######## block 1 ########
### src/rtl/pic24_icsp_pkg.sv
// Shared PIC24 ICSP definitions: command codes, entry keys and target states.
// Used by both the programmer and the pic24icsp_target responder.
package pic24_icsp_pkg;

    localparam logic [3:0]  ICSP_SIX            = 4'b0000;
    localparam logic [3:0]  ICSP_REGOUT         = 4'b0001;
    localparam logic [31:0] ICSP_ENTER_CODE     = 32'h4D434851;
    localparam logic [31:0] ENH_ICSP_ENTER_CODE = 32'h4D434850;

    typedef enum logic [3:0] {
        ST_OFF     = 4'd0,
        ST_KEY     = 4'd1,
        ST_KEYFAIL = 4'd2,
        ST_KEYOK   = 4'd3,
        ST_PRE     = 4'd4,
        ST_FIRST   = 4'd5,
        ST_CMD     = 4'd6,
        ST_SIX     = 4'd7,
        ST_RIDLE   = 4'd8,
        ST_ROUT    = 4'd9,
        ST_DISCARD = 4'd10
    } icsp_state_e;

    function automatic int max3(input int a, input int b, input int c);
        int m;
        m = (a > b) ? a : b;
        return (m > c) ? m : c;
    endfunction

endpackage

### src/rtl/pic24icsp_sync.sv
// Input synchronizers for PGC/PGD/MCLRn plus one-cycle PGC rise/fall strobes.
module pic24icsp_sync #(
    parameter int SYNC_STAGES = 2
) (
    input  logic clk,
    input  logic rstn,
    input  logic pgc,
    input  logic pgd,
    input  logic mclrn,
    output logic pgc_s,
    output logic pgd_s,
    output logic mclrn_s,
    output logic pgc_rise,
    output logic pgc_fall
);

    localparam int STAGES = (SYNC_STAGES < 2) ? 2 : SYNC_STAGES;

    logic [STAGES-1:0] pgc_sync_r;
    logic [STAGES-1:0] pgd_sync_r;
    logic [STAGES-1:0] mclrn_sync_r;
    logic              pgc_prev_r;

    // Synchronizer chains and previous-PGC history for edge detection
    always_ff @(posedge clk or negedge rstn) begin
        if (!rstn) begin
            pgc_sync_r   <= '0;
            pgd_sync_r   <= '0;
            mclrn_sync_r <= '0;
            pgc_prev_r   <= 1'b0;
        end else begin
            pgc_sync_r   <= {pgc_sync_r[STAGES-2:0], pgc};
            pgd_sync_r   <= {pgd_sync_r[STAGES-2:0], pgd};
            mclrn_sync_r <= {mclrn_sync_r[STAGES-2:0], mclrn};
            pgc_prev_r   <= pgc_sync_r[STAGES-1];
        end
    end

    assign pgc_s    = pgc_sync_r[STAGES-1];
    assign pgd_s    = pgd_sync_r[STAGES-1];
    assign mclrn_s  = mclrn_sync_r[STAGES-1];
    assign pgc_rise = pgc_s & ~pgc_prev_r;
    assign pgc_fall = ~pgc_s & pgc_prev_r;

endmodule

### src/rtl/pic24icsp_target.sv
// PIC24 ICSP target responder: key entry, SIX/REGOUT decode, register readback.
// Optional ICSP_TGT_ENH_KEY_EN also accepts the enhanced-ICSP key and adds enh_mode.
module pic24icsp_target
    import pic24_icsp_pkg::*;
#(
    parameter int          SYNC_STAGES = 2,
    parameter logic [31:0] ICSP_KEY    = 32'h4D434851,
    parameter int          PRE_CLKS    = 9,
    parameter int          REGOUT_IDLE = 8
) (
    input  logic        clk,
    input  logic        rstn,
    input  logic        PGCx,
    input  logic        MCLRn,
    input  logic        PGDx_in,
    output logic        PGDx_out,
    output logic        PGDx_oe,
    output logic [23:0] instr,
    output logic        instr_valid,
    output logic        regout_req,
    input  logic [15:0] regout_data,
    output logic        in_icsp,
    output logic        cmd_err
`ifdef ICSP_TGT_ENH_KEY_EN
    ,
    output logic        enh_mode
`endif
);

    localparam int CNT_MAX = max3(32, PRE_CLKS, REGOUT_IDLE);
    localparam int CNT_W   = $clog2(CNT_MAX + 1);

    localparam logic [CNT_W-1:0] CNT_ONE   = CNT_W'(1);
    localparam logic [CNT_W-1:0] KEY_LAST  = CNT_W'(31);
    localparam logic [CNT_W-1:0] WORD_LAST = CNT_W'(23);
    localparam logic [CNT_W-1:0] CMD_LAST  = CNT_W'(3);
    localparam logic [CNT_W-1:0] ROUT_BITS = CNT_W'(16);
    localparam logic [CNT_W-1:0] PRE_LAST  = CNT_W'(PRE_CLKS - 1);
    localparam logic [CNT_W-1:0] IDLE_N    = CNT_W'(REGOUT_IDLE);

    logic pgc_s, pgd_s, mclrn_s, pgc_rise_s, pgc_fall_s;

    pic24icsp_sync #(.SYNC_STAGES(SYNC_STAGES)) u_sync (
        .clk      (clk),
        .rstn     (rstn),
        .pgc      (PGCx),
        .pgd      (PGDx_in),
        .mclrn    (MCLRn),
        .pgc_s    (pgc_s),
        .pgd_s    (pgd_s),
        .mclrn_s  (mclrn_s),
        .pgc_rise (pgc_rise_s),
        .pgc_fall (pgc_fall_s)
    );

    icsp_state_e      state_r;
    logic [CNT_W-1:0] cnt_r;
    logic [31:0]      shift_r;
    logic [31:0]      shift_next_s;
    logic [15:0]      rdata_r;
    logic             latch_now_r;
    logic [23:0]      instr_r;
    logic             instr_valid_r;
    logic             regout_req_r;
    logic             cmd_err_r;
    logic             in_icsp_r;
    logic             pgdx_oe_r;
    logic             pgdx_out_r;
`ifdef ICSP_TGT_ENH_KEY_EN
    logic             enh_mode_r;
`endif

    assign shift_next_s = {shift_r[30:0], pgd_s};

    // Target FSM; MCLRn abort outranks any PGC edge seen in the same cycle
    always_ff @(posedge clk or negedge rstn) begin
        if (!rstn) begin
            state_r       <= ST_OFF;
            cnt_r         <= '0;
            shift_r       <= 32'd0;
            rdata_r       <= 16'd0;
            latch_now_r   <= 1'b0;
            instr_r       <= 24'd0;
            instr_valid_r <= 1'b0;
            regout_req_r  <= 1'b0;
            cmd_err_r     <= 1'b0;
            in_icsp_r     <= 1'b0;
            pgdx_oe_r     <= 1'b0;
            pgdx_out_r    <= 1'b0;
`ifdef ICSP_TGT_ENH_KEY_EN
            enh_mode_r    <= 1'b0;
`endif
        end else begin
            instr_valid_r <= 1'b0;
            regout_req_r  <= 1'b0;
            cmd_err_r     <= 1'b0;
            // back end answers regout_req one cycle later
            latch_now_r   <= regout_req_r;
            if (latch_now_r) begin
                rdata_r <= regout_data;
            end
            if (in_icsp_r && !mclrn_s) begin
                state_r     <= ST_KEY;
                cnt_r       <= '0;
                shift_r     <= 32'd0;
                in_icsp_r   <= 1'b0;
                pgdx_oe_r   <= 1'b0;
                pgdx_out_r  <= 1'b0;
                latch_now_r <= 1'b0;
`ifdef ICSP_TGT_ENH_KEY_EN
                enh_mode_r  <= 1'b0;
`endif
            end else begin
                case (state_r)
                    ST_OFF: begin
`ifdef ICSP_TGT_ENH_KEY_EN
                        enh_mode_r <= 1'b0;
`endif
                        if (!mclrn_s) begin
                            state_r <= ST_KEY;
                            cnt_r   <= '0;
                            shift_r <= 32'd0;
                        end
                    end
                    ST_KEY: begin
                        if (mclrn_s) begin
                            state_r <= ST_OFF;
                        end else if (pgc_rise_s) begin
                            shift_r <= shift_next_s;
                            if (cnt_r == KEY_LAST) begin
                                cnt_r <= '0;
                                if (shift_next_s == ICSP_KEY) begin
                                    state_r <= ST_KEYOK;
                                end
`ifdef ICSP_TGT_ENH_KEY_EN
                                else if (shift_next_s == ENH_ICSP_ENTER_CODE) begin
                                    state_r    <= ST_KEYOK;
                                    enh_mode_r <= 1'b1;
                                end
`endif
                                else begin
                                    state_r <= ST_KEYFAIL;
                                end
                            end else begin
                                cnt_r <= cnt_r + CNT_ONE;
                            end
                        end
                    end
                    ST_KEYFAIL: begin
                        if (mclrn_s) begin
                            state_r <= ST_OFF;
                        end
                    end
                    ST_KEYOK: begin
                        if (mclrn_s) begin
                            state_r   <= ST_PRE;
                            cnt_r     <= '0;
                            in_icsp_r <= 1'b1;
                        end
                    end
                    ST_PRE: begin
                        if (pgc_rise_s) begin
                            if (cnt_r == PRE_LAST) begin
                                state_r <= ST_FIRST;
                                cnt_r   <= '0;
                                shift_r <= 32'd0;
                            end else begin
                                cnt_r <= cnt_r + CNT_ONE;
                            end
                        end
                    end
                    ST_FIRST, ST_SIX: begin
                        if (pgc_rise_s) begin
                            if (cnt_r == WORD_LAST) begin
                                instr_r       <= shift_next_s[23:0];
                                instr_valid_r <= 1'b1;
                                state_r       <= ST_CMD;
                                cnt_r         <= '0;
                                shift_r       <= 32'd0;
                            end else begin
                                shift_r <= shift_next_s;
                                cnt_r   <= cnt_r + CNT_ONE;
                            end
                        end
                    end
                    ST_CMD: begin
                        if (pgc_rise_s) begin
                            if (cnt_r == CMD_LAST) begin
                                cnt_r   <= '0;
                                shift_r <= 32'd0;
                                case (shift_next_s[3:0])
                                    ICSP_SIX: begin
                                        state_r <= ST_SIX;
                                    end
                                    ICSP_REGOUT: begin
                                        state_r      <= ST_RIDLE;
                                        regout_req_r <= 1'b1;
                                    end
                                    default: begin
                                        state_r   <= ST_DISCARD;
                                        cmd_err_r <= 1'b1;
                                    end
                                endcase
                            end else begin
                                shift_r <= shift_next_s;
                                cnt_r   <= cnt_r + CNT_ONE;
                            end
                        end
                    end
                    ST_DISCARD: begin
                        if (pgc_rise_s) begin
                            if (cnt_r == WORD_LAST) begin
                                state_r <= ST_CMD;
                                cnt_r   <= '0;
                            end else begin
                                cnt_r <= cnt_r + CNT_ONE;
                            end
                        end
                    end
                    ST_RIDLE: begin
                        if (pgc_rise_s && (cnt_r != IDLE_N)) begin
                            cnt_r <= cnt_r + CNT_ONE;
                        end else if (pgc_fall_s && (cnt_r == IDLE_N)) begin
                            state_r    <= ST_ROUT;
                            cnt_r      <= '0;
                            pgdx_oe_r  <= 1'b1;
                            pgdx_out_r <= rdata_r[15];
                            rdata_r    <= {rdata_r[14:0], 1'b0};
                        end
                    end
                    ST_ROUT: begin
                        // host samples on rise; next bit goes out on the following fall
                        if (pgc_rise_s && (cnt_r != ROUT_BITS)) begin
                            cnt_r <= cnt_r + CNT_ONE;
                        end else if (pgc_fall_s) begin
                            if (cnt_r == ROUT_BITS) begin
                                state_r    <= ST_CMD;
                                cnt_r      <= '0;
                                shift_r    <= 32'd0;
                                pgdx_oe_r  <= 1'b0;
                                pgdx_out_r <= 1'b0;
                            end else begin
                                pgdx_out_r <= rdata_r[15];
                                rdata_r    <= {rdata_r[14:0], 1'b0};
                            end
                        end
                    end
                    default: begin
                        state_r    <= ST_OFF;
                        cnt_r      <= '0;
                        in_icsp_r  <= 1'b0;
                        pgdx_oe_r  <= 1'b0;
                        pgdx_out_r <= 1'b0;
                    end
                endcase
            end
        end
    end

    assign PGDx_out    = pgdx_out_r;
    assign PGDx_oe     = pgdx_oe_r;
    assign instr       = instr_r;
    assign instr_valid = instr_valid_r;
    assign regout_req  = regout_req_r;
    assign in_icsp     = in_icsp_r;
    assign cmd_err     = cmd_err_r;
`ifdef ICSP_TGT_ENH_KEY_EN
    assign enh_mode    = enh_mode_r;
`endif

endmodule

### config.mk
export PLATFORM = sky130hd
export DESIGN_NAME = pic24icsp_target
export DESIGN_NICKNAME = d
export VERILOG_FILES = /design/src/rtl/pic24_icsp_pkg.sv /design/src/rtl/pic24icsp_sync.sv /design/src/rtl/pic24icsp_target.sv
export SDC_FILE = /design/constraint.sdc
export NUM_CORES = 1
export LEC_CHECK = 0
export CORE_MARGIN = 2
export CORE_UTILIZATION = 55
export CTS_CLUSTER_SIZE = 24
export DETAILED_ROUTE_END_ITERATION = 16
export PLACE_DENSITY = 0.74
export SETUP_SLACK_MARGIN = 0.2
export SLEW_MARGIN = 20
export SYNTH_ARGS = -nofsm -noshare
export SYNTH_HDL_FRONTEND = slang
export SYNTH_SLANG_ARGS = --single-unit
export TNS_END_PERCENT = 5
### constraint.sdc
create_clock -name clk -period 2.5 [get_ports clk]
set_input_delay 0.25 -clock clk [delete_from_list [all_inputs] [get_ports clk]]
set_output_delay 0.25 -clock clk [all_outputs]
set_load 0.05 [all_outputs]
==> run summary <==
flow finished, numbers: YS chip area=between 4000 and 5000 um^2, placed cells=between 500 and 600, mux contribution to synthesized area=under 10%, non-clock buffer share of cell area=about 12%, maxcap violations=0, final critical-path required period=between 2000 and 2500 ps, PwrDens=897 nW/um^2, busiest grt layer=met2, Via density=between 6 and 7, Ant. Diodes=0, met3 routed WL=just under 400 um, syn_area_per_cell=between 10 and 15 um^2, Clock transition at path regs=100 ps, worst hold slack=~340 ps, status=completed, dpl ws=255 ps, CTS Buffer Depth=2, Switching Fraction=38.4%, pin count of the biggest net entering global routing=roughly 54, Clock group=a little over 0.001 W
state kept, by name (all words and copies together) (netlist names), 2 cells and up:
register,count
shift_r,31
instr,24
rdata_r,16
cnt_r,6
state_r,4
u_sync.mclrn_sync_r,2
u_sync.pgc_sync_r,2
u_sync.pgd_sync_r,2
metrics by stage:
step | cell area (um^2) | power [W]
6_report | 5340 | 0.00479
4_1_cts | 5330 | 0.00478
5_1_grt | 5340 | 0.00511
3_5_place_dp | 5130 | 0.00377
3_3_place_gp | 5130 | 0.00373
2_1_floorplan | 4470 | 0.00321
critical path: stages, from the launching register on:
cell and delay, ps:
dfrtp_1 410, ha_1 240, and2b_1 200, nand4_1 180
or4_1 570, buf_12 190, mux2_1 330
Yosys cell counts, drive strengths merged (4+ instances only):
library cell and instances:
nand2 32, a31o 4, nand4 8, buf 17, nor2b 6, clkbuf 10, mux2i 16, a21oi 16
nor3 9, dfrtp 95, mux2 24, nand3 9, inv 9, nand2b 9, a22o 32, o22ai 7
o21ai 31, nor2 17
cells by family (layout without fill, tap and decap cells):
group,after synthesis,count (layout)
fa+ha+maj,2,2
mux,40,40
compound gates,113,113
flops,95,95
buf+inv,36,89
simple gates,118,118
==> block_1/wires.png <==
Scale: 4 px per um. Two of the layers only.
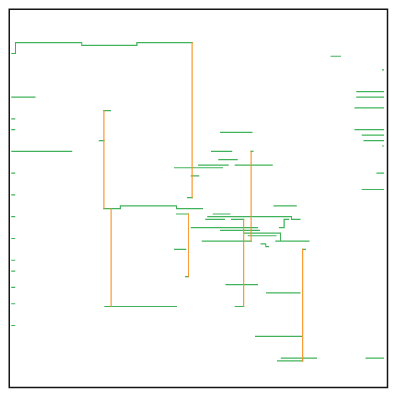
| layer | colour | wire length |
|---|---|---|
| metal 3 | green | 389 um |
| metal 4 | orange | 175 um |
Routed WL: 9.23 mm
via count: 3367
Global Route Usage Sum: 22.9%
WL/cell: 16.5 um


######## block 2 ########
--- src/rtl/golomb_bit_packer.sv ---
// JPEG-LS limited-length Golomb-Rice encoder back end: builds each codeword bit by bit
// and packs it MSB-first into bytes with 0xFF marker stuffing and flush-to-byte padding.
module golomb_bit_packer #(
  parameter int k_length       = 4,
  parameter int MErrval_length = 9,
  parameter int LIMIT          = 32,
  parameter int qbpp           = 8
) (
  input  logic                      clk,
  input  logic                      rst,
  input  logic                      in_valid,
  output logic                      in_ready,
  input  logic [k_length-1:0]       k,
  input  logic [MErrval_length-1:0] MErrval,
  input  logic                      flush,
  output logic                      out_valid,
  input  logic                      out_ready,
  output logic [7:0]                out_byte,
  output logic                      flush_done
);

  localparam int QMAX  = LIMIT - qbpp - 1;
  localparam int KMAX  = (1 << k_length) - 1;
  localparam int SUF_W = (KMAX > qbpp) ? KMAX : qbpp;
  localparam int SC_W  = $clog2(SUF_W + 1);
  localparam int Z_W   = $clog2(QMAX + 1);

  typedef enum logic [2:0] {
    S_IDLE,
    S_UNARY,
    S_ONE,
    S_BINARY,
    S_FLUSH
  } state_t;

  state_t             r_state;
  logic [Z_W-1:0]     r_zeros;
  logic [SUF_W-1:0]   r_bin;
  logic [SC_W-1:0]    r_bin_cnt;
  logic [7:0]         r_shift;
  logic [3:0]         r_cnt;
  logic               r_stuff;
  logic               r_out_valid;
  logic [7:0]         r_out_byte;
  logic               r_flush_done;

  logic [MErrval_length-1:0] w_q;
  logic                      w_escape;
  logic [Z_W-1:0]            w_zeros;
  logic [SUF_W-1:0]          w_mask;
  logic [SUF_W-1:0]          w_bin;
  logic [SC_W-1:0]           w_bin_cnt;
  logic                      w_bit;
  logic [3:0]                w_cap;
  logic                      w_full;
  logic                      w_out_free;
  logic                      w_emitting;
  logic                      w_advance;
  logic                      w_pending;
  logic [7:0]                w_byte_new;
  logic [7:0]                w_pad_byte;

  // Escape codes replace the unary prefix with a fixed QMAX zeros and send MErrval-1 raw.
  assign w_q       = MErrval >> k;
  assign w_escape  = (w_q >= MErrval_length'(QMAX));
  assign w_zeros   = w_escape ? Z_W'(QMAX) : w_q[Z_W-1:0];
  assign w_mask    = (SUF_W'(1) << k) - SUF_W'(1);
  assign w_bin     = w_escape ? SUF_W'(MErrval[qbpp-1:0] - qbpp'(1))
                              : (SUF_W'(MErrval) & w_mask);
  assign w_bin_cnt = w_escape ? SC_W'(qbpp) : SC_W'(k);

  always_comb begin
    w_bit = 1'b0;
    case (r_state)
      S_ONE:    w_bit = 1'b1;
      S_BINARY: w_bit = r_bin[r_bin_cnt - SC_W'(1)];
      default:  w_bit = 1'b0;
    endcase
  end

  // After a 0xFF byte only 7 data bits fit; bit 7 stays 0 because the shifter starts cleared.
  assign w_cap      = r_stuff ? 4'd7 : 4'd8;
  assign w_full     = ((r_cnt + 4'd1) == w_cap);
  assign w_out_free = !r_out_valid || out_ready;
  assign w_emitting = (r_state == S_UNARY) || (r_state == S_ONE) || (r_state == S_BINARY);
  assign w_advance  = w_emitting && (!w_full || w_out_free);
  assign w_pending  = (r_cnt != 4'd0) || r_stuff;
  assign w_byte_new = {r_shift[6:0], w_bit};
  assign w_pad_byte = r_shift << (w_cap - r_cnt);

  always_ff @(posedge clk) begin
    if (rst) begin
      r_state      <= S_IDLE;
      r_zeros      <= '0;
      r_bin        <= '0;
      r_bin_cnt    <= '0;
      r_shift      <= '0;
      r_cnt        <= '0;
      r_stuff      <= 1'b0;
      r_out_valid  <= 1'b0;
      r_out_byte   <= '0;
      r_flush_done <= 1'b0;
    end else begin
      r_flush_done <= 1'b0;
      if (r_out_valid && out_ready) begin
        r_out_valid <= 1'b0;
      end

      if (w_advance) begin
        if (w_full) begin
          r_out_byte  <= w_byte_new;
          r_out_valid <= 1'b1;
          r_shift     <= '0;
          r_cnt       <= '0;
          r_stuff     <= (w_byte_new == 8'hFF);
        end else begin
          r_shift <= w_byte_new;
          r_cnt   <= r_cnt + 4'd1;
        end
      end

      case (r_state)
        S_IDLE: begin
          if (in_valid) begin
            r_zeros   <= w_zeros;
            r_bin     <= w_bin;
            r_bin_cnt <= w_bin_cnt;
            r_state   <= (w_zeros != '0) ? S_UNARY : S_ONE;
          end else if (flush) begin
            if (!w_pending && w_out_free) begin
              r_flush_done <= 1'b1;
            end else begin
              r_state <= S_FLUSH;
            end
          end
        end
        S_UNARY: begin
          if (w_advance) begin
            r_zeros <= r_zeros - Z_W'(1);
            if (r_zeros == Z_W'(1)) begin
              r_state <= S_ONE;
            end
          end
        end
        S_ONE: begin
          if (w_advance) begin
            r_state <= (r_bin_cnt == '0) ? S_IDLE : S_BINARY;
          end
        end
        S_BINARY: begin
          if (w_advance) begin
            r_bin_cnt <= r_bin_cnt - SC_W'(1);
            if (r_bin_cnt == SC_W'(1)) begin
              r_state <= S_IDLE;
            end
          end
        end
        S_FLUSH: begin
          if (w_pending) begin
            if (w_out_free) begin
              r_out_byte  <= w_pad_byte;
              r_out_valid <= 1'b1;
              r_shift     <= '0;
              r_cnt       <= '0;
              r_stuff     <= 1'b0;
            end
          end else if (w_out_free) begin
            r_flush_done <= 1'b1;
            r_state      <= S_IDLE;
          end
        end
        default: r_state <= S_IDLE;
      endcase
    end
  end

  assign in_ready   = (r_state == S_IDLE);
  assign out_valid  = r_out_valid;
  assign out_byte   = r_out_byte;
  assign flush_done = r_flush_done;

endmodule
--- config.mk ---
export PLATFORM = sky130hd
export DESIGN_NAME = golomb_bit_packer
export DESIGN_NICKNAME = d
export VERILOG_FILES = /design/src/rtl/golomb_bit_packer.sv
export SDC_FILE = /design/constraint.sdc
export NUM_CORES = 1
export LEC_CHECK = 0
export ABC_AREA = 1
export ABC_CLOCK_PERIOD_IN_PS = 2800
export CAP_MARGIN = 20
export CORE_UTILIZATION = 40
export DETAILED_ROUTE_END_ITERATION = 6
export PLACE_DENSITY_LB_ADDON = 0.08
export SYNTH_ARGS = -nofsm -noshare
export SYNTH_HDL_FRONTEND = slang
export SYNTH_SLANG_ARGS = --single-unit
--- constraint.sdc ---
create_clock -name clk -period 2.8 [get_ports clk]
set_clock_uncertainty 0.1 [all_clocks]
set_input_delay 0.28 -clock clk [delete_from_list [all_inputs] [get_ports clk]]
set_output_delay 0.28 -clock clk [all_outputs]
set_load 0.05 [all_outputs]
==> run summary <==
flow finished, numbers: origin of the critical flop-to-flop path=r_stuff, fp util=between 40% and 50%, Met2 Wirelength=roughly 4 mm, busiest grt layer=met2, initial antenna violation count=0, crit path from=k[1], worst-path fanout max=17, Post-CTS Setup Bufs=0, clk sinks=~45, HP Class=reg2reg, Post-Route Utilization=47.7%, placed cells=about 700, slowest stage delay, CP=between 600 and 700 ps, Worst Tran Pin Value=between 500 and 600 ps, # IOs=29, CP Launch Type=primary input, Crit. End Element=flop, Hold EP=r_bin[1], Layout Nets=622, period utilization=88.1%, Hold Violations, Final=0, Data arrival, critical path=approximately 2600 ps, cell family with most CP delay=simple AND/OR/NAND/NOR gates, Pleak=1.72 nW, largest area contributor in the netlist=dfxtp_1, Via density=roughly 5.2, status=completed, PnR worst setup slack=approximately 330 ps
[logic make-up after synthesis]
kind of cell	Yosys count	share of synthesized area (%)
buffers and inverters	90	10.7
adders and majority gates	12	4.66
AOI/OAI and AO/OA	115	18.8
xor gates and xnor gates	17	4.41
DFF	45	26.7
and+or+nand+nor	280	34.8
[flip-flops by register name, summed over array words and instances (netlist names)]
signal and flops:
r_bin_cnt 4, r_state 3, out_valid 1, out_byte 8, r_shift 8, r_cnt 4
r_bin 10, r_zeros 5, r_stuff 1, flush_done 1
[final cells by class]
| cell class | instances | area [um^2] |
|---|---|---|
| Timing Repair Buffer | 42 | 385 |
| Tap cell | 105 | 131 |
| Clock buffer | 5 | 68.8 |
| Fill cell | 884 | 4270 |
| Clock inverter | 3 | 21.3 |
| Multi-Input combinational cell | 424 | 2120 |
| Sequential cell | 45 | 901 |
| Inverter | 74 | 278 |
[power breakdown]
group	internal, W	total (W)	switching [W]
combinational	0.000563	0.00166	0.00109
sequential	0.000778	0.000877	0.0000993
clock	0.000178	0.000428	0.000250
total	0.00152	0.00296	0.00144
==> block_2/flops_by_reg.png <==
Scale: 4 px per um.
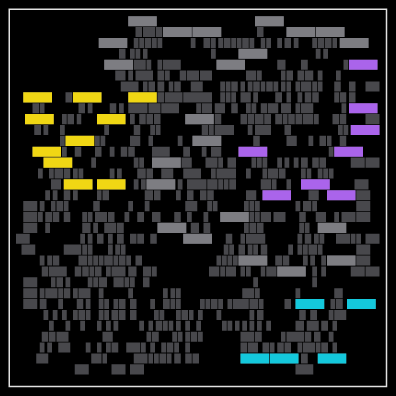
| name in the netlist | colour | flops |
|---|---|---|
| r_zeros | cyan | 5 |
| r_bin | yellow | 10 |
| out_byte | purple | 8 |
not coloured: 22

==> block_2/congestion.png <==
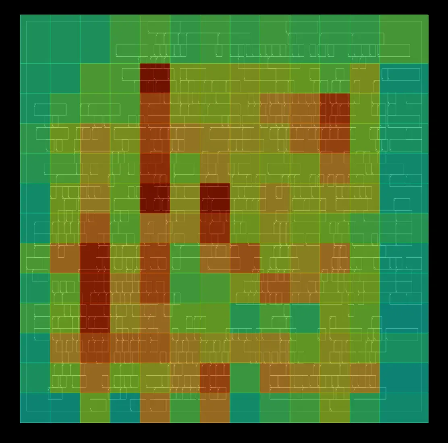
GR Util met2: 34.4%
met1 Track Usage GR: 31.0%

==> block_2/layer_met1.png <==
Scale: 6 px per um. Supply wires on this layer in grey. Cells faint in the background.
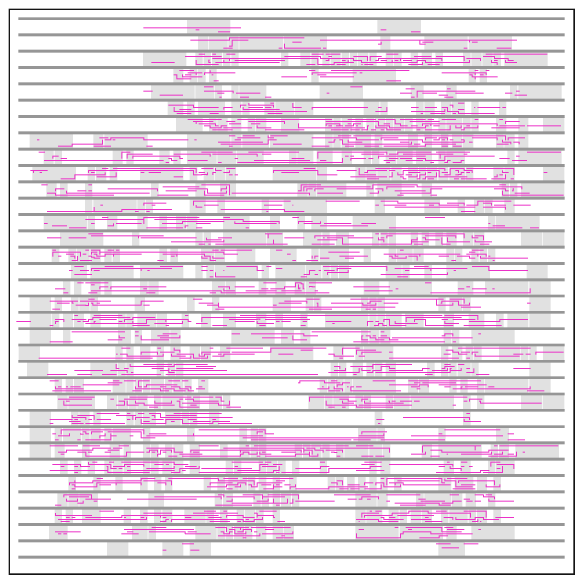
nets with wire on the layer: 567
share of all routed wire: 50%
main direction: horizontal
longest straight run: 33.6 um
wire length on this layer: 4490 um
Routed WL: 9.04 mm
via count: 3658


######## block 3 ########
==> block_3/congestion.png <==
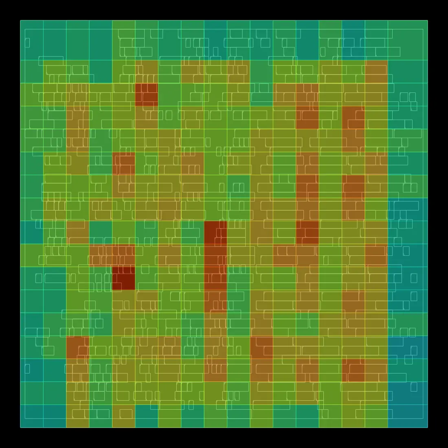
==> block_3/layer_met3.png <==
Scale: 3 px per um. Cells faint in the background.
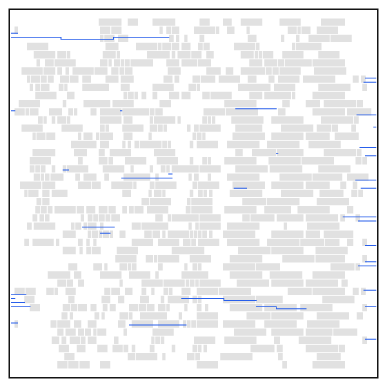
==> block_3/wires.png <==
Scale: 4 px per um. Two of the layers only.
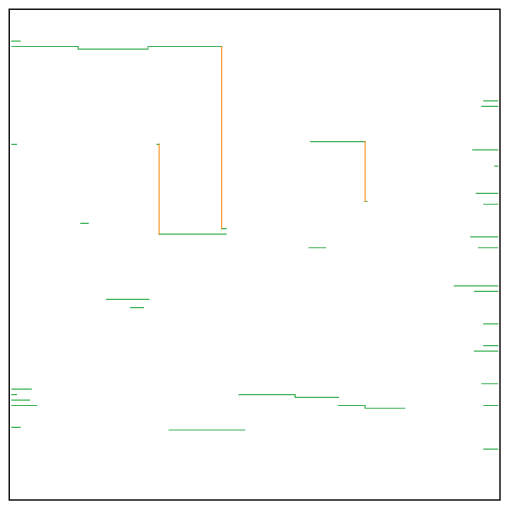
`src/rtl/ofm_writeback.sv`:
```
// ofm_writeback: requantises the convolution core's 16-bit result stream and writes it to OFM memory.
// Input sample -> stage 1 (ReLU + rounding add) -> stage 2 (shift + saturate) -> FWFT FIFO -> memory.
// Define OFM_WB_SATCNT_EN to add the sat_cnt output (per-frame saturation event counter).
module ofm_writeback #(
    parameter int DATA_WIDTH = 16,
    parameter int OUT_WIDTH  = 8,
    parameter int OFM_SIZE   = 12,
    parameter int CO         = 2,
    parameter int SHIFT      = 4,
    parameter int RELU       = 1,
    parameter int HWC        = 1,
    parameter int BASE_ADDR  = 0,
    parameter int ADDR_WIDTH = 12,
    parameter int FIFO_DEPTH = 4
) (
    input  logic                  clk1,
    input  logic                  rst,
    input  logic                  start,
    input  logic                  in_valid,
    input  logic [DATA_WIDTH-1:0] in_data,
    input  logic                  ofm_ready,
    output logic                  ofm_wr_en,
    output logic [ADDR_WIDTH-1:0] ofm_wr_addr,
    output logic [OUT_WIDTH-1:0]  ofm_wr_data,
    output logic                  busy,
    output logic                  done,
`ifdef OFM_WB_SATCNT_EN
    output logic [15:0]           sat_cnt,
`endif
    output logic                  err
);

    localparam int TOTAL = CO * OFM_SIZE * OFM_SIZE;
    localparam int TW    = $clog2(TOTAL + 1);
    localparam int COLW  = (OFM_SIZE > 1) ? $clog2(OFM_SIZE) : 1;
    localparam int CHW   = (CO > 1) ? $clog2(CO) : 1;
    localparam int PW    = (FIFO_DEPTH > 1) ? $clog2(FIFO_DEPTH) : 1;
    localparam int CNTW  = $clog2(FIFO_DEPTH) + 1;
    localparam int EW    = ADDR_WIDTH + OUT_WIDTH;

    localparam logic [DATA_WIDTH:0] ROUND = {{DATA_WIDTH{1'b0}}, 1'b1} << (SHIFT - 1);
    localparam logic [OUT_WIDTH-1:0] OUT_MAX = {1'b0, {(OUT_WIDTH-1){1'b1}}};
    localparam logic [OUT_WIDTH-1:0] OUT_MIN = {1'b1, {(OUT_WIDTH-1){1'b0}}};

    typedef enum logic [1:0] {
        ST_IDLE  = 2'd0,
        ST_RUN   = 2'd1,
        ST_DRAIN = 2'd2,
        ST_DONE  = 2'd3
    } state_t;

    state_t state, state_next;

    logic [COLW-1:0] col, row;
    logic [CHW-1:0]  ch;
    logic [TW-1:0]   in_cnt;

    logic                  s1_valid;
    logic signed [DATA_WIDTH:0] s1_sum;
    logic [ADDR_WIDTH-1:0] s1_addr;

    logic                  s2_valid;
    logic [OUT_WIDTH-1:0]  s2_data;
    logic [ADDR_WIDTH-1:0] s2_addr;

    logic [EW-1:0]   mem [FIFO_DEPTH];
    logic [PW-1:0]   wr_ptr, rd_ptr;
    logic [CNTW-1:0] fifo_cnt;
    logic            fifo_empty, fifo_full;
    logic [EW-1:0]   head;

    logic start_go, accept, s1_free, s1_load, s2_load, push, pop, drop;
    logic [DATA_WIDTH-1:0] x_relu;
    logic [31:0]           lin;
    logic [ADDR_WIDTH-1:0] in_addr;
    logic signed [DATA_WIDTH:0] q_full;
    logic [DATA_WIDTH-OUT_WIDTH+1:0] q_upper;
    logic sat_pos, sat_neg;
    logic [OUT_WIDTH-1:0] q_sat;

    // Handshake chain: the two pipeline stages hold when the FIFO cannot take a word, so a
    // stalled memory fills FIFO plus both stages before an input is refused at stage 1.
    always_comb begin
        start_go   = (state == ST_IDLE) && start;
        fifo_empty = (fifo_cnt == '0);
        fifo_full  = (fifo_cnt == CNTW'(FIFO_DEPTH));
        pop        = !fifo_empty && ofm_ready;
        push       = s2_valid && (!fifo_full || pop);
        s2_load    = s1_valid && (!s2_valid || push);
        s1_free    = !s1_valid || s2_load;
        accept     = (state == ST_RUN) && in_valid;
        s1_load    = accept && s1_free;
        drop       = accept && !s1_free;
    end

    // Write address for the current input, from the raster counters.
    always_comb begin
        if (HWC != 0) begin
            lin = (32'(row) * 32'(OFM_SIZE) + 32'(col)) * 32'(CO) + 32'(ch);
        end else begin
            lin = 32'(ch) * 32'(OFM_SIZE * OFM_SIZE) + 32'(row) * 32'(OFM_SIZE) + 32'(col);
        end
        in_addr = ADDR_WIDTH'(lin + 32'(BASE_ADDR));
    end

    // Stage-1 combinational: optional ReLU before the rounding add.
    always_comb begin
        x_relu = in_data;
        if (RELU != 0 && in_data[DATA_WIDTH-1]) begin
            x_relu = '0;
        end
    end

    // Stage-2 combinational: arithmetic shift, then clip to the output range.
    always_comb begin
        q_full  = s1_sum >>> SHIFT;
        q_upper = q_full[DATA_WIDTH:OUT_WIDTH-1];
        sat_pos = !q_full[DATA_WIDTH] && (|q_upper);
        sat_neg = q_full[DATA_WIDTH] && !(&q_upper);
        if (sat_pos) begin
            q_sat = OUT_MAX;
        end else if (sat_neg) begin
            q_sat = OUT_MIN;
        end else begin
            q_sat = q_full[OUT_WIDTH-1:0];
        end
    end

    // FSM state register.
    always_ff @(posedge clk1) begin
        if (rst) begin
            state <= ST_IDLE;
        end else begin
            state <= state_next;
        end
    end

    // FSM next state; DRAIN finishes in the cycle the last word leaves the FIFO.
    always_comb begin
        state_next = state;
        case (state)
            ST_IDLE: begin
                if (start) state_next = ST_RUN;
            end
            ST_RUN: begin
                if (accept && in_cnt == TW'(TOTAL - 1)) state_next = ST_DRAIN;
            end
            ST_DRAIN: begin
                if (!s1_valid && !s2_valid &&
                    (fifo_empty || (fifo_cnt == CNTW'(1) && pop))) begin
                    state_next = ST_DONE;
                end
            end
            ST_DONE: state_next = ST_IDLE;
            default: state_next = ST_IDLE;
        endcase
    end

    // Raster counters and accepted-input count; every accepted input counts, dropped or not.
    always_ff @(posedge clk1) begin
        if (rst || start_go) begin
            col    <= '0;
            row    <= '0;
            ch     <= '0;
            in_cnt <= '0;
        end else if (accept) begin
            in_cnt <= in_cnt + TW'(1);
            if (col == COLW'(OFM_SIZE - 1)) begin
                col <= '0;
                if (row == COLW'(OFM_SIZE - 1)) begin
                    row <= '0;
                    ch  <= (ch == CHW'(CO - 1)) ? '0 : ch + CHW'(1);
                end else begin
                    row <= row + COLW'(1);
                end
            end else begin
                col <= col + COLW'(1);
            end
        end
    end

    // Pipeline stage registers.
    always_ff @(posedge clk1) begin
        if (rst) begin
            s1_valid <= 1'b0;
            s1_sum   <= '0;
            s1_addr  <= '0;
            s2_valid <= 1'b0;
            s2_data  <= '0;
            s2_addr  <= '0;
        end else begin
            if (s1_load) begin
                s1_valid <= 1'b1;
                s1_sum   <= {x_relu[DATA_WIDTH-1], x_relu} + ROUND;
                s1_addr  <= in_addr;
            end else if (s2_load) begin
                s1_valid <= 1'b0;
            end
            if (s2_load) begin
                s2_valid <= 1'b1;
                s2_data  <= q_sat;
                s2_addr  <= s1_addr;
            end else if (push) begin
                s2_valid <= 1'b0;
            end
        end
    end

    // FIFO storage write.
    always_ff @(posedge clk1) begin
        if (push) begin
            mem[wr_ptr] <= {s2_addr, s2_data};
        end
    end

    // FIFO pointers and occupancy.
    always_ff @(posedge clk1) begin
        if (rst) begin
            wr_ptr   <= '0;
            rd_ptr   <= '0;
            fifo_cnt <= '0;
        end else begin
            if (push) wr_ptr <= wr_ptr + PW'(1);
            if (pop)  rd_ptr <= rd_ptr + PW'(1);
            if (push && !pop) begin
                fifo_cnt <= fifo_cnt + CNTW'(1);
            end else if (pop && !push) begin
                fifo_cnt <= fifo_cnt - CNTW'(1);
            end
        end
    end

    // Sticky drop flag.
    always_ff @(posedge clk1) begin
        if (rst) begin
            err <= 1'b0;
        end else if (drop) begin
            err <= 1'b1;
        end
    end

`ifdef OFM_WB_SATCNT_EN
    // Saturation events in the current frame, counted as words enter stage 2.
    always_ff @(posedge clk1) begin
        if (rst || start_go) begin
            sat_cnt <= '0;
        end else if (s2_load && (sat_pos || sat_neg) && sat_cnt != 16'hFFFF) begin
            sat_cnt <= sat_cnt + 16'd1;
        end
    end
`endif

    // Output drive: FIFO head when non-empty, zero otherwise.
    always_comb begin
        head        = mem[rd_ptr];
        ofm_wr_en   = pop;
        ofm_wr_addr = fifo_empty ? '0 : head[EW-1:OUT_WIDTH];
        ofm_wr_data = fifo_empty ? '0 : head[OUT_WIDTH-1:0];
        busy        = (state == ST_RUN) || (state == ST_DRAIN);
        done        = (state == ST_DONE);
    end

endmodule
```
`config.mk`:
```
export PLATFORM = sky130hd
export DESIGN_NAME = ofm_writeback
export DESIGN_NICKNAME = d
export VERILOG_FILES = /design/src/rtl/ofm_writeback.sv
export SDC_FILE = /design/constraint.sdc
export NUM_CORES = 1
export LEC_CHECK = 0
export ABC_AREA = 0
export CAP_MARGIN = 20
export CELL_PAD_IN_SITES_DETAIL_PLACEMENT = 0
export CELL_PAD_IN_SITES_GLOBAL_PLACEMENT = 1
export CORE_UTILIZATION = 43
export CTS_CLUSTER_SIZE = 24
export DETAILED_ROUTE_END_ITERATION = 8
export HOLD_SLACK_MARGIN = 0.12
export PLACE_DENSITY_LB_ADDON = 0.1
export RECOVER_POWER = 25
export SLEW_MARGIN = 10
export SYNTH_ARGS = -nofsm -noshare
export SYNTH_HDL_FRONTEND = slang
export SYNTH_SLANG_ARGS = --single-unit
```
`constraint.sdc`:
```
create_clock -name clk1 -period 2.15 [get_ports clk1]
set_input_delay 0.43 -clock clk1 [delete_from_list [all_inputs] [get_ports clk1]]
set_output_delay 0.43 -clock clk1 [all_outputs]
set_load 0.005 [all_outputs]
```
==> run summary <==
flow finished, numbers: failing checks=setup timing, status=finished, violations left, clk sinks=about 140, Synth flops=roughly 140, met3 routed WL=between 200 and 300 um, Max H-tree Level=4, Layout area overhead=24.9%, dpl ws=slightly below 6 ps, Final Setup Violations=18, CTS Buffer Depth=2, fp util=around 45%, Starting DRT DRC Count=163, uppermost layer routed=met4, slowest stage delay, CP=about 520 ps, Clock Skew=between 7 and 8 ps, wire length on met1=~5.4 mm, PnR worst setup slack=-92.5 ps
## Picture notes: block_3/congestion.png
GR Util met2: 27.3%
WL/cell: 14.4 um

## Picture notes: block_3/layer_met3.png
nets with wire on the layer: 30
main direction: horizontal

## Picture notes: block_3/wires.png
| layer | colour | wire length |
|---|---|---|
| metal 3 | green | 264 um |
| metal 4 | orange | 83.0 um |
Routed WL: 11.3 mm
Global Route Usage Sum: 16.7%
via count: 3977

synth_stat cells, drive strengths merged, types with 3 or more instances:
master / number
a211oi: 6
nor2b: 25
buf: 14
nand2b: 3
inv: 11
a31oi: 3
nand3: 15
nor3: 15
mux4: 18
o41ai: 3
and3: 5
xnor2: 18
xor2: 12
ha: 24
dfxtp: 72
a22oi: 5
nor2: 56
mux2i: 4
clkbuf: 9
nand4: 6
or3: 3
a21oi: 39
o21bai: 3
nand2: 54
o21ai: 8
and2: 6
edfxtp: 72
stage by stage:
stage | cells | cell area (um^2) | utilization (%) | hold slack [ps] | power [W]
after floorplan | 526 | 6230 | - | 432 | 0.00437
after global placement | 752 | 7070 | 50.5 | 445 | 0.00535
after detailed placement | 752 | 7070 | 50.5 | 449 | 0.00539
after CTS | 790 | 7770 | 55.5 | 379 | 0.00855
after global routing | 790 | 7780 | 55.6 | 401 | 0.00886
final | 790 | 7780 | 55.6 | 398 | 0.00841
layout make-up:
cell class                 count  area, um^2  share of cell area (%)
inverter                      11        41.3                   0.531
clock inverter                15         183                    2.35
sequential                   144        3610                    46.5
multi-input combinational    348        2530                    32.5
clock buffer                  17         425                    5.47
timing repair buffer          75         762                    9.80
tap                          180         225                    2.90

######## block 4 ########
$ cat config.mk
export PLATFORM = sky130hd
export DESIGN_NAME = popcount_frame_seq_flat
export DESIGN_NICKNAME = d
export VERILOG_FILES = /design/src/rtl/popcount_frame_seq_pkg.sv /design/src/rtl/popcount_frame_seq_if.sv /design/src/rtl/popcount63_comb.sv /design/src/rtl/popcount_frame_seq.sv /design/src/flat_wrapper.sv
export SDC_FILE = /design/constraint.sdc
export NUM_CORES = 1
export LEC_CHECK = 0
export ABC_AREA = 1
export CAP_MARGIN = 20
export CORE_MARGIN = 8
export CORE_UTILIZATION = 50
export DETAILED_ROUTE_END_ITERATION = 6
export PLACE_DENSITY = 0.9
export SLEW_MARGIN = 30
export SYNTH_ARGS = -nofsm -noshare
export SYNTH_HDL_FRONTEND = slang
export SYNTH_SLANG_ARGS = --single-unit
$ cat constraint.sdc
create_clock -name clk -period 7.4 [get_ports clk]
set_clock_uncertainty 0.2 [all_clocks]
set_input_delay 1.11 -clock clk [delete_from_list [all_inputs] [get_ports clk]]
set_output_delay 1.11 -clock clk [all_outputs]
set_load 0.05 [all_outputs]
$ cat src/rtl/popcount_frame_seq_pkg.sv
// Shared definitions for the popcount frame sequencer.
//   WORD_W          width of one counted word
//   CNT_W           width of the per-word ones count (0..63)
//   popseq_state_e  sequencer state encoding; the top also exposes it as a debug output
package popseq_pkg;

  localparam int WORD_W = 63;
  localparam int CNT_W  = 6;

  typedef enum logic [1:0] {
    IDLE  = 2'd0,
    COUNT = 2'd1,
    DONE  = 2'd2
  } popseq_state_e;

endpackage

$ cat src/rtl/popcount_frame_seq_if.sv
// Word-in / result-out stream bundle for popcount_frame_seq.
//   in_valid/in_data/in_ready       word stream from the source
//   out_valid/out_ready             result stream to the consumer
//   out_total/out_words             result payload
// Handshake: a transfer happens on a rising clock edge where valid and ready
// are both high. A producer holding valid keeps its payload stable until the
// transfer; ready may be asserted independently of valid.
interface popcount_frame_seq_if #(
  parameter int LEN_W = 5,
  parameter int TOT_W = 10
) ();
  import popseq_pkg::*;

  logic              in_valid;
  logic [WORD_W-1:0] in_data;
  logic              in_ready;
  logic              out_valid;
  logic              out_ready;
  logic [TOT_W-1:0]  out_total;
  logic [LEN_W-1:0]  out_words;

  // Sequencer side.
  modport slave (
    input  in_valid, in_data, out_ready,
    output in_ready, out_valid, out_total, out_words
  );

  // Source/consumer side.
  modport master (
    output in_valid, in_data, out_ready,
    input  in_ready, out_valid, out_total, out_words
  );
endinterface

$ cat src/rtl/popcount63_comb.sv
// Purely combinational ones counter for one 63-bit word.
//   data  in   WORD_W  word to count
//   ones  out  CNT_W   number of set bits (0..63)
module popcount63_comb
  import popseq_pkg::*;
(
  input  logic [WORD_W-1:0] data,
  output logic [CNT_W-1:0]  ones
);

  always_comb begin
    ones = '0;
    for (int i = 0; i < WORD_W; i++) begin
      ones = ones + CNT_W'(data[i]);
    end
  end

endmodule

$ cat src/rtl/popcount_frame_seq.sv
// Frame sequencer around a single combinational 63-bit ones counter.
// Accepts a frame of 1..MAX_WORDS words, accumulates their ones counts one
// word per cycle, and presents the frame total on a result stream.
//   clk        in   rising-edge clock
//   rst        in   asynchronous reset, active-high
//   start      in   frame request, sampled only in IDLE
//   len        in   requested words in frame (clamped to MAX_WORDS)
//   abort      in   drops the current frame while counting
//   busy       out  high whenever not IDLE
//   thresh     in   compare value for 'above'
//   above      out  registered out_total > thresh
//   state_dbg  out  current sequencer state
//   bus        slave side of popcount_frame_seq_if (word in, result out)
// Build option: define POPSEQ_THRESH_EN to enable the threshold compare;
// without it thresh is ignored and above is tied low.
module popcount_frame_seq
  import popseq_pkg::*;
#(
  parameter int MAX_WORDS = 16,
  parameter int LEN_W     = $clog2(MAX_WORDS + 1),
  parameter int TOT_W     = $clog2(63 * MAX_WORDS + 1)
) (
  input  logic                 clk,
  input  logic                 rst,
  input  logic                 start,
  input  logic [LEN_W-1:0]     len,
  input  logic                 abort,
  output logic                 busy,
  input  logic [TOT_W-1:0]     thresh,
  output logic                 above,
  output popseq_state_e        state_dbg,
  popcount_frame_seq_if.slave  bus
);

  popseq_state_e    state;
  logic [TOT_W-1:0] acc;
  logic [LEN_W-1:0] word_cnt;
  logic [LEN_W-1:0] len_q;
  logic [TOT_W-1:0] out_total_q;
  logic [LEN_W-1:0] out_words_q;
  logic             busy_q;
  logic             in_ready_q;
  logic             out_valid_q;

  logic [CNT_W-1:0] word_ones;
  logic [TOT_W-1:0] acc_next;
  logic [LEN_W-1:0] cnt_next;
  logic [LEN_W-1:0] len_clamped;
  logic             accept;

  popcount63_comb u_count (
    .data (bus.in_data),
    .ones (word_ones)
  );

  // in_ready_q is high exactly while in COUNT, so it doubles as the state gate.
  assign accept      = bus.in_valid & in_ready_q;
  assign acc_next    = acc + TOT_W'(word_ones);
  assign cnt_next    = word_cnt + LEN_W'(1);
  assign len_clamped = (len > LEN_W'(MAX_WORDS)) ? LEN_W'(MAX_WORDS) : len;

`ifdef POPSEQ_THRESH_EN
  logic [TOT_W-1:0] thresh_q;
  logic             above_q;
  assign above = above_q;
`else
  logic unused_thresh;
  assign unused_thresh = ^thresh;
  assign above         = 1'b0;
`endif

  always_ff @(posedge clk or posedge rst) begin
    if (rst) begin
      state       <= IDLE;
      acc         <= '0;
      word_cnt    <= '0;
      len_q       <= '0;
      out_total_q <= '0;
      out_words_q <= '0;
      busy_q      <= 1'b0;
      in_ready_q  <= 1'b0;
      out_valid_q <= 1'b0;
`ifdef POPSEQ_THRESH_EN
      thresh_q    <= '0;
      above_q     <= 1'b0;
`endif
    end else begin
      case (state)
        IDLE: begin
          if (start) begin
            len_q    <= len_clamped;
            acc      <= '0;
            word_cnt <= '0;
            busy_q   <= 1'b1;
`ifdef POPSEQ_THRESH_EN
            thresh_q <= thresh;
`endif
            if (len == '0) begin
              // Empty frame: report a zero result without entering COUNT.
              state       <= DONE;
              out_total_q <= '0;
              out_words_q <= '0;
              out_valid_q <= 1'b1;
`ifdef POPSEQ_THRESH_EN
              above_q     <= 1'b0;
`endif
            end else begin
              state      <= COUNT;
              in_ready_q <= 1'b1;
            end
          end
        end

        COUNT: begin
          if (abort) begin
            // Abort wins over a same-cycle word handshake; that word is dropped.
            state      <= IDLE;
            acc        <= '0;
            word_cnt   <= '0;
            busy_q     <= 1'b0;
            in_ready_q <= 1'b0;
          end else if (accept) begin
            acc      <= acc_next;
            word_cnt <= cnt_next;
            if (cnt_next == len_q) begin
              state       <= DONE;
              in_ready_q  <= 1'b0;
              out_valid_q <= 1'b1;
              out_total_q <= acc_next;
              out_words_q <= cnt_next;
`ifdef POPSEQ_THRESH_EN
              above_q     <= (acc_next > thresh_q);
`endif
            end
          end
        end

        DONE: begin
          // Result payload stays registered and untouched until accepted.
          if (bus.out_ready) begin
            state       <= IDLE;
            out_valid_q <= 1'b0;
            busy_q      <= 1'b0;
          end
        end

        default: begin
          state       <= IDLE;
          busy_q      <= 1'b0;
          in_ready_q  <= 1'b0;
          out_valid_q <= 1'b0;
        end
      endcase
    end
  end

  assign busy          = busy_q;
  assign bus.in_ready  = in_ready_q;
  assign bus.out_valid = out_valid_q;
  assign bus.out_total = out_total_q;
  assign bus.out_words = out_words_q;
  assign state_dbg     = state;

endmodule

$ cat src/flat_wrapper.sv
// flat-port wrapper written by rule: the top's interface ports become plain ports
module popcount_frame_seq_flat import popseq_pkg::*;
#(
  parameter int MAX_WORDS = 16,
  parameter int LEN_W     = $clog2(MAX_WORDS + 1),
  parameter int TOT_W     = $clog2(63 * MAX_WORDS + 1)
)
  (clk, rst, start, len, abort, busy, thresh, above, state_dbg, bus_in_valid, bus_in_data, bus_out_ready, bus_in_ready, bus_out_valid, bus_out_total, bus_out_words);
  popcount_frame_seq_if #(.LEN_W(LEN_W), .TOT_W(TOT_W)) bus_i ();
  input  logic clk;
  input  logic rst;
  input  logic start;
  input  logic [LEN_W-1:0] len;
  input  logic abort;
  output logic busy;
  input  logic [TOT_W-1:0] thresh;
  output logic above;
  output popseq_state_e state_dbg;
  input wire logic [$bits(bus_i.in_valid)-1:0] bus_in_valid;
  input wire logic [$bits(bus_i.in_data)-1:0] bus_in_data;
  input wire logic [$bits(bus_i.out_ready)-1:0] bus_out_ready;
  output wire logic [$bits(bus_i.in_ready)-1:0] bus_in_ready;
  output wire logic [$bits(bus_i.out_valid)-1:0] bus_out_valid;
  output wire logic [$bits(bus_i.out_total)-1:0] bus_out_total;
  output wire logic [$bits(bus_i.out_words)-1:0] bus_out_words;
  assign bus_i.in_valid = bus_in_valid;
  assign bus_i.in_data = bus_in_data;
  assign bus_i.out_ready = bus_out_ready;
  assign bus_in_ready = bus_i.in_ready;
  assign bus_out_valid = bus_i.out_valid;
  assign bus_out_total = bus_i.out_total;
  assign bus_out_words = bus_i.out_words;
  popcount_frame_seq #(.MAX_WORDS(MAX_WORDS), .LEN_W(LEN_W), .TOT_W(TOT_W)) u_core (.clk(clk), .rst(rst), .start(start), .len(len), .abort(abort), .busy(busy), .thresh(thresh), .above(above), .state_dbg(state_dbg), .bus(bus_i));
endmodule
==> block_4/wires.png <==
Scale: 4 px per um. Two of the layers only.
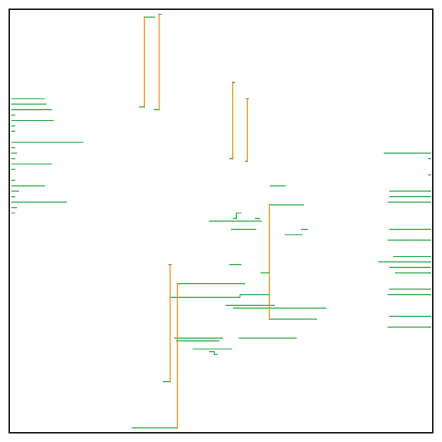
| layer | colour | wire length |
|---|---|---|
| metal 3 | green | 445 um |
| metal 4 | orange | 175 um |

==> run summary <==
flow finished, numbers: fraction of area in registers=between 10% and 20%, # IOs=105, maxcap violations=0, worst hold slack=281 ps, combinational share of cell area=approximately 49%, YS chip area=between 4000 and 5000 um^2, busiest grt layer=met2, Cell Area, Synth=about 4000 um^2, status=completed, Required @ worst endpoint=about 7500 ps, Comb gates=between 200 and 300, Hold EP=u_core.bus.out_total[1], Seq/Total Area, Yosys=about 25%, Adder Share, Synth=36.6%, via count=approximately 3200, PnR worst setup slack=258 ps, hold path depth=2, most used cell, CP=fa_1, Max H-tree Level=2, # Taps=~100, count of plain and timing-repair buffers=97, Die Y=around 110 um, cts repair resizes=0, clkbuf count=5, GR Layer Usage met3=3.59%
==> block_4/congestion.png <==
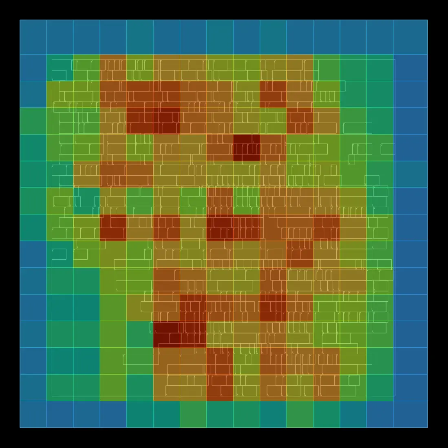
WL/cell: 13.3 um
Global Route Usage Sum: 17.1%

sequential cells by signal, summed over array words and instances (netlist names):
name                  count
u_core.bus.out_total     10
u_core.acc               10
u_core.word_cnt           5
u_core.bus.in_ready       1
u_core.len_q              5
u_core.state_dbg          2
u_core.busy               1
u_core.bus.out_valid      1
u_core.bus.out_words      5
how the worst max path moves through the flow:
stage	startpoint	end	slack, ps	depth (start not counted)
after floorplan	bus_in_data[35]	u_core.bus.out_total[6]	560	22
after global placement	bus_in_data[35]	u_core.bus.out_total[6]	-10	24
after detailed placement	bus_in_data[35]	u_core.bus.out_total[6]	-90	23
after CTS	bus_in_data[35]	u_core.bus.out_total[6]	210	23
after global routing	bus_in_data[17]	u_core.bus.out_total[6]	10	24
final	bus_in_data[35]	u_core.bus.out_total[6]	260	23
cells in the mapped netlist (all sizes together):
cell and n:
a21oi 3, inv 123, nand2 96, nor2 34, fa 55, dfrtp 40
nand3b 5, clkbuf 3, nand4 9, xor2 3, and2 1, nand3 22
conb 1, o21ai 32, xnor2 2, nor3 1, buf 2, ha 29
a22o 1, clkinv 1, o22ai 2


==> layout pictures side by side <==
Sequential cells coloured by netlist name.
Scale: 4 px per um.
image #1
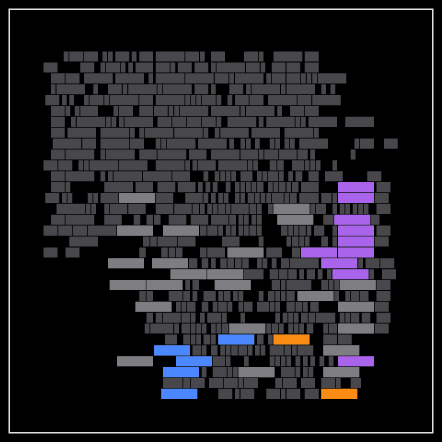
image #2
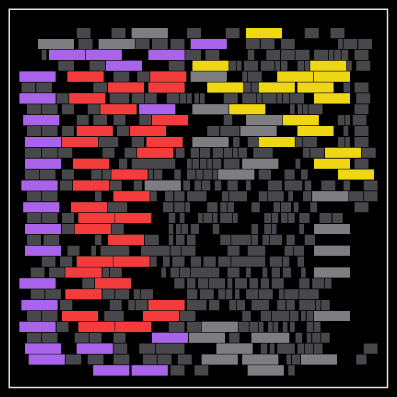
image #3
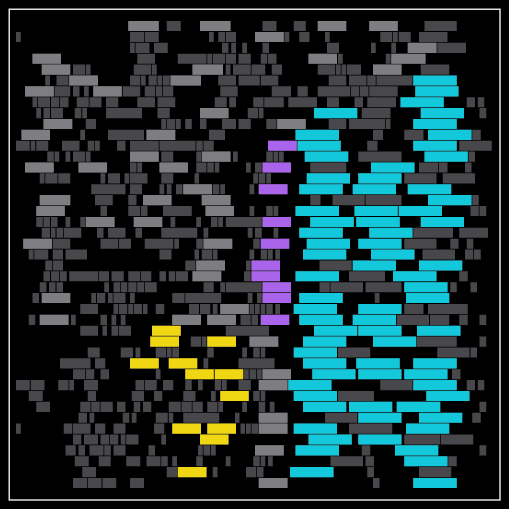
block 1: image #2
block 4: image #1
block 3: image #3
- fewest cells: image #2
- most sequential cells: image #3

Key to image #3:
| name in the netlist | colour | flops |
|---|---|---|
| mem | cyan | 72 |
| s1_sum | yellow | 12 |
| s2_addr | purple | 10 |

Power is estimated from default activity; no workload was simulated.
